# ---- block 1 ----
--- src/rtl/seg_shift_rx.sv ---
// Receive side of the serial seven-segment link: synchronizes SEGCLK/SEGCLR/SEGDT/SEGEN
// and reassembles FRAME_BITS-bit frames. Optional digit decode enabled by macro SEG_DECODE_EN.
module seg_shift_rx #(
  parameter int FRAME_BITS = 64,
  parameter int TIMEOUT    = 1024
) (
  input  logic                    sysclk,
  input  logic                    rst,
  input  logic                    SEGCLK,
  input  logic                    SEGCLR,
  input  logic                    SEGDT,
  input  logic                    SEGEN,
  output logic [FRAME_BITS-1:0]   frame_data,
  output logic                    frame_valid,
  output logic                    frame_err,
  output logic                    busy
`ifdef SEG_DECODE_EN
  ,
  output logic [FRAME_BITS/2-1:0] digit_hex,
  output logic [FRAME_BITS/8-1:0] digit_ok
`endif
);

  localparam int CNT_W  = $clog2(FRAME_BITS + 1);
  localparam int IDLE_W = $clog2(TIMEOUT);
  localparam logic [CNT_W-1:0]  CNT_LAST  = CNT_W'(FRAME_BITS - 1);
  localparam logic [IDLE_W-1:0] IDLE_LAST = IDLE_W'(TIMEOUT - 1);

  typedef enum logic [0:0] {IDLE = 1'b0, SHIFT = 1'b1} state_t;

  state_t                  state, state_next;
  logic [2:0]              clk_q;
  logic [1:0]              clr_q, dt_q, en_q;
  logic [FRAME_BITS-1:0]   shift, shift_next;
  logic [CNT_W-1:0]        bit_cnt, cnt_next;
  logic [IDLE_W-1:0]       idle_cnt, idle_next;
  logic                    done, done_next, err_next;
  logic                    clr_act, accept, last;

  // Stage 1/2 synchronize; clk_q[2] is the previous synchronized SEGCLK for edge detect.
  always_ff @(posedge sysclk) begin
    if (rst) begin
      clk_q <= 3'b000;
      clr_q <= 2'b00;
      dt_q  <= 2'b00;
      en_q  <= 2'b00;
    end else begin
      clk_q <= {clk_q[1:0], SEGCLK};
      clr_q <= {clr_q[0], SEGCLR};
      dt_q  <= {dt_q[0], SEGDT};
      en_q  <= {en_q[0], SEGEN};
    end
  end

  assign clr_act = ~clr_q[1];
  assign accept  = clk_q[1] & ~clk_q[2] & en_q[1] & clr_q[1];
  assign last    = accept && (bit_cnt == CNT_LAST);

  always_ff @(posedge sysclk) begin
    if (rst) state <= IDLE;
    else     state <= state_next;
  end

  // Clear beats an edge; an edge beats a timeout in the same cycle.
  always_comb begin
    state_next = state;
    cnt_next   = bit_cnt;
    idle_next  = idle_cnt;
    shift_next = shift;
    done_next  = 1'b0;
    err_next   = 1'b0;
    if (clr_act) begin
      state_next = IDLE;
      cnt_next   = '0;
      idle_next  = '0;
      shift_next = '0;
    end else if (accept) begin
      shift_next = {shift[FRAME_BITS-2:0], dt_q[1]};
      idle_next  = '0;
      if (last) begin
        state_next = IDLE;
        cnt_next   = '0;
        done_next  = 1'b1;
      end else begin
        state_next = SHIFT;
        cnt_next   = bit_cnt + CNT_W'(1);
      end
    end else begin
      case (state)
        SHIFT: begin
          if (idle_cnt == IDLE_LAST) begin
            state_next = IDLE;
            cnt_next   = '0;
            idle_next  = '0;
            err_next   = 1'b1;
          end else begin
            idle_next = idle_cnt + IDLE_W'(1);
          end
        end
        default: idle_next = '0;
      endcase
    end
  end

  // Completed shift value is published one cycle after the final edge.
  always_ff @(posedge sysclk) begin
    if (rst) begin
      shift       <= '0;
      bit_cnt     <= '0;
      idle_cnt    <= '0;
      done        <= 1'b0;
      frame_data  <= '0;
      frame_valid <= 1'b0;
      frame_err   <= 1'b0;
      busy        <= 1'b0;
    end else begin
      shift       <= shift_next;
      bit_cnt     <= cnt_next;
      idle_cnt    <= idle_next;
      done        <= done_next;
      frame_valid <= done;
      frame_err   <= err_next;
      busy        <= (cnt_next != '0);
      if (done) frame_data <= shift;
    end
  end

`ifdef SEG_DECODE_EN
  // Active-low segments, dp ignored: returns {match, hex}.
  function automatic logic [4:0] glyph_decode(input logic [6:0] seg);
    case (seg)
      7'h40:   return {1'b1, 4'h0};
      7'h79:   return {1'b1, 4'h1};
      7'h24:   return {1'b1, 4'h2};
      7'h30:   return {1'b1, 4'h3};
      7'h19:   return {1'b1, 4'h4};
      7'h12:   return {1'b1, 4'h5};
      7'h02:   return {1'b1, 4'h6};
      7'h78:   return {1'b1, 4'h7};
      7'h00:   return {1'b1, 4'h8};
      7'h10:   return {1'b1, 4'h9};
      7'h08:   return {1'b1, 4'hA};
      7'h03:   return {1'b1, 4'hB};
      7'h46:   return {1'b1, 4'hC};
      7'h21:   return {1'b1, 4'hD};
      7'h06:   return {1'b1, 4'hE};
      7'h0E:   return {1'b1, 4'hF};
      default: return 5'b0_0000;
    endcase
  endfunction

  // Decode stage trails frame_valid by one cycle.
  always_ff @(posedge sysclk) begin
    if (rst) begin
      digit_hex <= '0;
      digit_ok  <= '0;
    end else if (frame_valid) begin
      for (int k = 0; k < FRAME_BITS / 8; k++) begin
        {digit_ok[k], digit_hex[4*k +: 4]} <= glyph_decode(frame_data[8*k +: 7]);
      end
    end
  end
`endif

endmodule

--- config.mk ---
export PLATFORM = sky130hd
export DESIGN_NAME = seg_shift_rx
export DESIGN_NICKNAME = d
export VERILOG_FILES = /design/src/rtl/seg_shift_rx.sv
export SDC_FILE = /design/constraint.sdc
export NUM_CORES = 1
export LEC_CHECK = 0
export CORE_MARGIN = 8
export CORE_UTILIZATION = 54
export CTS_CLUSTER_DIAMETER = 30
export DETAILED_ROUTE_END_ITERATION = 10
export PLACE_DENSITY_LB_ADDON = 0.15
export SLEW_MARGIN = 20
export SYNTH_ARGS = -nofsm -noshare
export SYNTH_HDL_FRONTEND = slang
export SYNTH_SLANG_ARGS = --single-unit
--- constraint.sdc ---
create_clock -name sysclk -period 2.8 [get_ports sysclk]
set_input_delay 0.56 -clock sysclk [delete_from_list [all_inputs] [get_ports sysclk]]
set_output_delay 0.56 -clock sysclk [all_outputs]
set_load 0.01 [all_outputs]
# ---- block 2 ----
`src/rtl/spi_pkg.sv`:
```
// Shared types and constants for the SPI slave transfer engine.
package spi_pkg;

   localparam int DATA_W_DEF = 8;

   typedef enum logic [0:0] {
      IDLE   = 1'b0,
      ACTIVE = 1'b1
   } state_t;

   // Edge selection: cpol gives the SCK idle level, cpha picks the sampling edge
   localparam logic CPOL_IDLE_LOW       = 1'b0;
   localparam logic CPHA_SAMPLE_LEADING = 1'b0;

   // Bit positions of the pad signals inside the shared synchronizer
   localparam int SYNC_SCK  = 0;
   localparam int SYNC_MOSI = 1;
   localparam int SYNC_SSN  = 2;
   localparam logic [2:0] SYNC_RST_VAL = 3'b100;

endpackage

```
`src/rtl/spi_sync.sv`:
```
// N-flop synchronizer for a bundle of asynchronous pad inputs, per-bit reset value.
module spi_sync #(
   parameter int             W       = 1,
   parameter int             N       = 2,
   parameter logic [W-1:0]   RST_VAL = {W{1'b0}}
) (
   input  logic         clk,
   input  logic         rst,
   input  logic [W-1:0] d,
   output logic [W-1:0] q
);

   logic [W-1:0] stage_r [N];

   // shift the pad values through the flop chain
   always_ff @(posedge clk or negedge rst) begin
      if (!rst) begin
         for (int i = 0; i < N; i++) begin
            stage_r[i] <= RST_VAL;
         end
      end else begin
         stage_r[0] <= d;
         for (int i = 1; i < N; i++) begin
            stage_r[i] <= stage_r[i-1];
         end
      end
   end

   assign q = stage_r[N-1];

endmodule

```
`src/rtl/spi_slave_core.sv`:
```
// SPI slave transfer engine: synchronizes pad SCK/MOSI/SS_n, shifts frames in
// and out in any cpol/cpha/bit-order mode, and hands bytes to the register block.
module spi_slave_core
   import spi_pkg::*;
#(
   parameter int DATA_W      = DATA_W_DEF,
   parameter int SYNC_STAGES = 2
) (
   input  logic              clk,
   input  logic              rst,
   input  logic              spe,
   input  logic              mstr,
   input  logic              cpol,
   input  logic              cpha,
   input  logic              lsbfe,
   input  logic [DATA_W-1:0] tx_data,
   input  logic              tx_load,
   input  logic              rx_read,
   input  logic              sck_in,
   input  logic              mosi_in,
   input  logic              ss_n_in,
   output logic              miso_out,
   output logic              miso_oe,
   output logic [DATA_W-1:0] rx_data,
   output logic              rx_full,
   output logic              rx_ovf,
   output logic              tx_empty,
   output logic              busy
);

   localparam int CNT_W  = $clog2(DATA_W + 1);
   localparam int SYNC_N = (SYNC_STAGES < 2) ? 2 : SYNC_STAGES;

   function automatic logic first_bit(input logic [DATA_W-1:0] v, input logic lsb);
      if (lsb) begin
         return v[0];
      end else begin
         return v[DATA_W-1];
      end
   endfunction

   function automatic logic [DATA_W-1:0] shift_out(input logic [DATA_W-1:0] v, input logic lsb);
      if (lsb) begin
         return {1'b0, v[DATA_W-1:1]};
      end else begin
         return {v[DATA_W-2:0], 1'b0};
      end
   endfunction

   function automatic logic [DATA_W-1:0] shift_in(input logic [DATA_W-1:0] v, input logic b,
                                                  input logic lsb);
      if (lsb) begin
         return {b, v[DATA_W-1:1]};
      end else begin
         return {v[DATA_W-2:0], b};
      end
   endfunction

   logic [2:0]        pad_s, sync_s;
   logic              sck_s, mosi_s, ssn_s;
   logic              sck_d_r, ssn_d_r;
   state_t            state_r;
   logic              cpol_r, cpha_r, lsbfe_r;
   logic [DATA_W-1:0] tx_sr_r, rx_sr_r, tx_buf_r, rx_data_r;
   logic [CNT_W-1:0]  bit_cnt_r;
   logic              done_r, busy_r, miso_r, miso_oe_r;
   logic              tx_empty_r, rx_full_r, rx_ovf_r;

   logic              enabled_s, oe_next_s, abort_s;
   logic              sck_rise_s, sck_fall_s, lead_s, trail_s, sample_s, shift_s;
   logic              ss_fall_s, start_s, reload_s, load_s;
   logic              ld_cpha_s, ld_lsbfe_s;
   logic [DATA_W-1:0] load_byte_s, ld_sr_s;
   logic              ld_miso_s;

   assign pad_s[SYNC_SCK]  = sck_in;
   assign pad_s[SYNC_MOSI] = mosi_in;
   assign pad_s[SYNC_SSN]  = ss_n_in;

   spi_sync #(
      .W       (3),
      .N       (SYNC_N),
      .RST_VAL (SYNC_RST_VAL)
   ) u_sync (
      .clk (clk),
      .rst (rst),
      .d   (pad_s),
      .q   (sync_s)
   );

   assign sck_s  = sync_s[SYNC_SCK];
   assign mosi_s = sync_s[SYNC_MOSI];
   assign ssn_s  = sync_s[SYNC_SSN];

   assign enabled_s  = spe & ~mstr;
   assign oe_next_s  = enabled_s & ~ssn_s;
   assign abort_s    = ssn_s | ~enabled_s;
   assign sck_rise_s = sck_s & ~sck_d_r;
   assign sck_fall_s = ~sck_s & sck_d_r;
   assign lead_s     = (cpol_r == CPOL_IDLE_LOW) ? sck_rise_s : sck_fall_s;
   assign trail_s    = (cpol_r == CPOL_IDLE_LOW) ? sck_fall_s : sck_rise_s;
   assign sample_s   = (cpha_r == CPHA_SAMPLE_LEADING) ? lead_s : trail_s;
   assign shift_s    = (cpha_r == CPHA_SAMPLE_LEADING) ? trail_s : lead_s;
   assign ss_fall_s  = ~ssn_s & ssn_d_r;
   assign start_s    = (state_r == IDLE) & ss_fall_s & enabled_s;
   assign reload_s   = (state_r == ACTIVE) & ~abort_s & done_r;
   assign load_s     = start_s | reload_s;

   // Frame load: a fresh frame takes the live mode bits, a reload keeps the captured ones
   always_comb begin
      ld_cpha_s   = cpha_r;
      ld_lsbfe_s  = lsbfe_r;
      load_byte_s = tx_buf_r;
      if (start_s) begin
         ld_cpha_s  = cpha;
         ld_lsbfe_s = lsbfe;
      end else begin
         ld_cpha_s  = cpha_r;
         ld_lsbfe_s = lsbfe_r;
      end
      if (tx_empty_r) begin
         load_byte_s = {DATA_W{1'b0}};
      end else begin
         load_byte_s = tx_buf_r;
      end
      // cpha=0 puts the first bit out immediately; cpha=1 waits for the first leading edge
      if (ld_cpha_s == CPHA_SAMPLE_LEADING) begin
         ld_sr_s   = shift_out(load_byte_s, ld_lsbfe_s);
         ld_miso_s = first_bit(load_byte_s, ld_lsbfe_s);
      end else begin
         ld_sr_s   = load_byte_s;
         ld_miso_s = 1'b0;
      end
   end

   // previous synced values for edge detection
   always_ff @(posedge clk or negedge rst) begin
      if (!rst) begin
         sck_d_r <= 1'b0;
         ssn_d_r <= 1'b1;
      end else begin
         sck_d_r <= sck_s;
         ssn_d_r <= ssn_s;
      end
   end

   // frame state machine with shift registers and serial output
   always_ff @(posedge clk or negedge rst) begin
      if (!rst) begin
         state_r   <= IDLE;
         cpol_r    <= 1'b0;
         cpha_r    <= 1'b0;
         lsbfe_r   <= 1'b0;
         tx_sr_r   <= {DATA_W{1'b0}};
         rx_sr_r   <= {DATA_W{1'b0}};
         bit_cnt_r <= {CNT_W{1'b0}};
         done_r    <= 1'b0;
         busy_r    <= 1'b0;
         miso_r    <= 1'b0;
         miso_oe_r <= 1'b0;
      end else begin
         done_r    <= 1'b0;
         miso_oe_r <= oe_next_s;
         case (state_r)
            IDLE: begin
               bit_cnt_r <= {CNT_W{1'b0}};
               busy_r    <= 1'b0;
               if (start_s) begin
                  state_r <= ACTIVE;
                  cpol_r  <= cpol;
                  cpha_r  <= cpha;
                  lsbfe_r <= lsbfe;
                  busy_r  <= 1'b1;
                  tx_sr_r <= ld_sr_s;
                  rx_sr_r <= {DATA_W{1'b0}};
                  miso_r  <= ld_miso_s;
               end
            end
            ACTIVE: begin
               if (abort_s) begin
                  state_r   <= IDLE;
                  bit_cnt_r <= {CNT_W{1'b0}};
                  busy_r    <= 1'b0;
               end else if (done_r) begin
                  bit_cnt_r <= {CNT_W{1'b0}};
                  tx_sr_r   <= ld_sr_s;
                  rx_sr_r   <= {DATA_W{1'b0}};
                  miso_r    <= ld_miso_s;
               end else if (sample_s) begin
                  rx_sr_r   <= shift_in(rx_sr_r, mosi_s, lsbfe_r);
                  bit_cnt_r <= bit_cnt_r + CNT_W'(1);
                  if (bit_cnt_r == CNT_W'(DATA_W - 1)) begin
                     done_r <= 1'b1;
                  end
               // in cpha=0 the trailing edge that closes a frame arrives after the reload
               end else if (shift_s && !((cpha_r == CPHA_SAMPLE_LEADING) &&
                                         (bit_cnt_r == {CNT_W{1'b0}}))) begin
                  miso_r  <= first_bit(tx_sr_r, lsbfe_r);
                  tx_sr_r <= shift_out(tx_sr_r, lsbfe_r);
               end
            end
            default: begin
               state_r <= IDLE;
               busy_r  <= 1'b0;
            end
         endcase
         if (!oe_next_s) begin
            miso_r <= 1'b0;
         end
      end
   end

   // one-deep transmit buffer
   always_ff @(posedge clk or negedge rst) begin
      if (!rst) begin
         tx_buf_r   <= {DATA_W{1'b0}};
         tx_empty_r <= 1'b1;
      end else begin
         if (tx_load) begin
            tx_buf_r   <= tx_data;
            tx_empty_r <= 1'b0;
         end else if (load_s) begin
            tx_empty_r <= 1'b1;
         end
      end
   end

   // receive hand-off; a completing frame beats a coincident host read
   always_ff @(posedge clk or negedge rst) begin
      if (!rst) begin
         rx_data_r <= {DATA_W{1'b0}};
         rx_full_r <= 1'b0;
         rx_ovf_r  <= 1'b0;
      end else begin
         if (done_r) begin
            if (!rx_full_r || rx_read) begin
               rx_data_r <= rx_sr_r;
               rx_full_r <= 1'b1;
            end else begin
               rx_ovf_r <= 1'b1;
            end
         end else if (rx_read) begin
            rx_full_r <= 1'b0;
         end
         if (!spe) begin
            rx_ovf_r <= 1'b0;
         end
      end
   end

   assign miso_out = miso_r;
   assign miso_oe  = miso_oe_r;
   assign rx_data  = rx_data_r;
   assign rx_full  = rx_full_r;
   assign rx_ovf   = rx_ovf_r;
   assign tx_empty = tx_empty_r;
   assign busy     = busy_r;

endmodule

```
`config.mk`:
```
export PLATFORM = sky130hd
export DESIGN_NAME = spi_slave_core
export DESIGN_NICKNAME = d
export VERILOG_FILES = /design/src/rtl/spi_pkg.sv /design/src/rtl/spi_sync.sv /design/src/rtl/spi_slave_core.sv
export SDC_FILE = /design/constraint.sdc
export NUM_CORES = 1
export LEC_CHECK = 0
export CAP_MARGIN = 10
export CORE_ASPECT_RATIO = 1.1
export CORE_MARGIN = 1.5
export CORE_UTILIZATION = 43
export CTS_CLUSTER_SIZE = 28
export DETAILED_ROUTE_END_ITERATION = 8
export MAX_ROUTING_LAYER = met4
export PLACE_DENSITY = 0.65
export SLEW_MARGIN = 20
export SYNTH_ARGS = -nofsm -noshare
export SYNTH_HDL_FRONTEND = slang
export SYNTH_SLANG_ARGS = --single-unit
```
`constraint.sdc`:
```
create_clock -name clk -period 2.55 [get_ports clk]
set_input_delay 0.51 -clock clk [delete_from_list [all_inputs] [get_ports clk]]
set_output_delay 0.51 -clock clk [all_outputs]
set_load 0.05 [all_outputs]
```

==> gallery <==
Routing congestion map.
picture 1
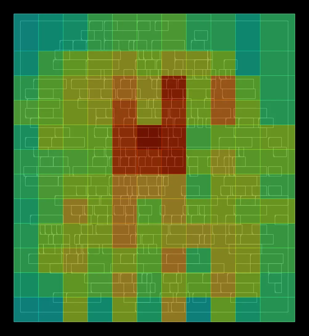
picture 2
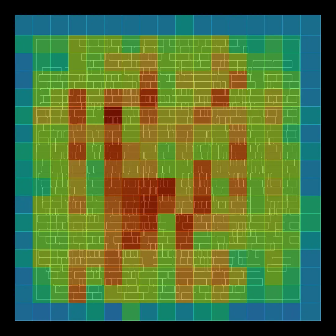
- block 1 = picture 2
- block 2 = picture 1
The one with the highest utilization is picture 2.

==> block_2/clock_wires.png <==
Drawn at 3 px/um.
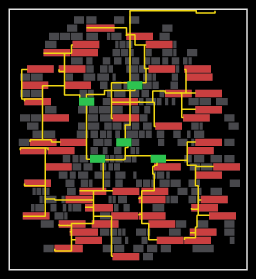
[clock wires] yellow | length: 634 um
[clock-net drivers] green | count: 5
[flip-flops] red | count: 55
flops lie: all over the die
routed clock nets: 6
Clock group: 0.000466 W
worst clock skew: 0.00964 ns
Clk pwr share: 0.243

==> block_2/layers.png <==
Drawn at 4 px/um.
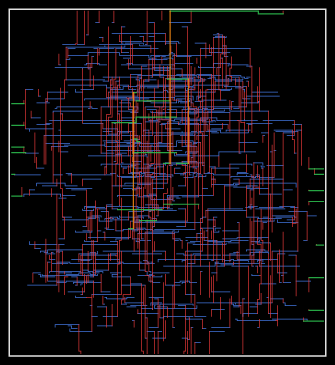
[M1] blue | wire length: 2600 um
[M3] green | wire length: 146 um
[M2] red | wire length: 2660 um
[M4] orange | wire length: 93.2 um
vias: 1956
All-Layer GR Usage: 0.179
WL/cell: 15.1 um

==> results.tsv, block 2 <==
stage	metric	value	unit
global_routing	grt ovf	0	
timing	worst-margin pin slew	0.636	ns
power_and_ir_drop	Overall Power	0.00192	W
die	area of the die	6790	um^2
synth	Mapped Area	2710	um^2
clock_network	Max clock buf depth	2	
drt	iteration tally of the first detailed-router pass	4	
timing	Final Hold Viols	0	
power_and_ir_drop	Sw Pwr	0.000556	W
clock_network	CTS buffer count	5	
power_and_ir_drop	Logic pwr share	0.218	
global_routing	first-pass GRT wire length	9270	um
synth	Synth flops	55	
status	status	finished, final reports clean	
worst_setup_path	crit path to	tx_empty	
timing	fin crit share	0.903	
==> block 2: area by class of cell <==
cell class | count | area (um^2)
Timing Repair Buffer | 48 | 450
Clock buffer | 6 | 72.6
Clock inverter | 2 | 12.5
Fill cell | 551 | 2830
Inverter | 7 | 27.5
Sequential cell | 55 | 1380
Multi-Input combinational cell | 167 | 1240
Tap cell | 80 | 100
==> block 2: layer usage <==
layer | routed length [um] | vias to the layer above | global-route usage
li1 | - | 960 | -
met1 | 2600 | 955 | 0.237
met2 | 2660 | 34 | 0.284
met3 | 145 | 7 | 0.0295
met4 | 93 | 0 | 0.0536
met5 | 0 | - | -
==> block_1/layers.png <==
Drawn at 3 px/um.
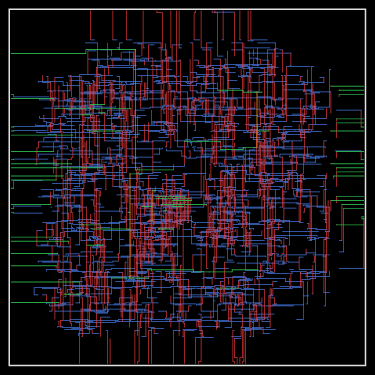
[M3] green | wire length: 693 um
[M2] red | wire length: 5640 um
[M4] orange | wire length: 103 um
[M1] blue | wire length: 5180 um
All-Layer GR Usage: 0.174
vias: 4307
drt total wl: 11600 um

==> results.tsv, block 1 <==
stage	metric	value	unit
die	Pre-Place Util	0.551	
drt	met3 WL	693	um
synth	Syn Inst Count	616	
layout	Commonest Layout Cell	dfxtp_1	
job	tool warning count	26	
worst_setup_path	Slowest-stage cell, CP	or4_4	
status	status	finished, final reports clean	
layout	filler instances	814	
drt	Initial DRC Count	281	
power_and_ir_drop	seq pwr	0.00227	W
placed_design	final RePlAce weighted congestion	0.848	
synth	top comb family, area	simple AND/OR/NAND/NOR gates	
worst_setup_path	crit path DAT	2.59	ns
synth	Top-area cell share	0.564	
drt	DRT met1 WL	5180	um
power_and_ir_drop	heaviest power group	sequential cells	
timing	Final Hold Viols	0	
-- block 1: flip-flops by register name (all words and copies together) (netlist names) --
signal	flops
shift	64
idle_cnt	10
clk_q	3
done	1
bit_cnt	7
frame_err	1
frame_data	64
clr_q	2
frame_valid	1
state	1
busy	1
en_q	2
dt_q	2
-- block 1: layer usage --
layer,GRT usage,vias to the layer above
li1,-,2155
met1,0.195,2045
met2,0.294,97
met3,0.0723,10
met4,0.0584,0
met5,0,-


==> notes/layouts.md <==
Pictures saved along the way, in no particular order.

Zoomed window.
(a)
Region (79, 20) to (99, 40) um. Cells in grey, sequential cells in the stronger grey; small squares are vias.
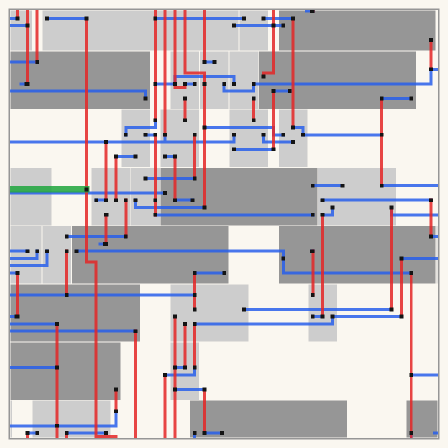
(b)
Region (49, 12) to (69, 32) um. Cells in grey, sequential cells in the stronger grey; small squares are vias.
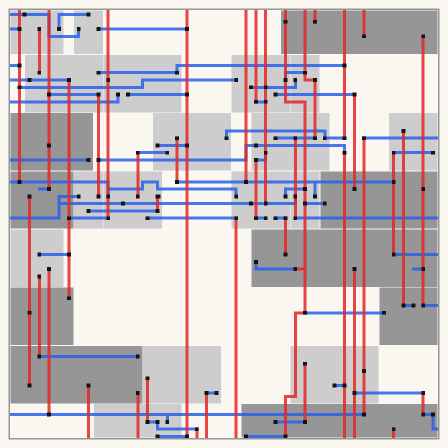
(a): block 1
(b): block 2

Key to (b):
[M1] blue
[M2] red
sequential cells in the window: 5
netlist names of flops here include: `rx_data` (3), `rx_sr_r` (2)
cells with their middle in the window: 22
most frequent: dfrtp_1 (5)

Power is estimated from default activity; no workload was simulated.
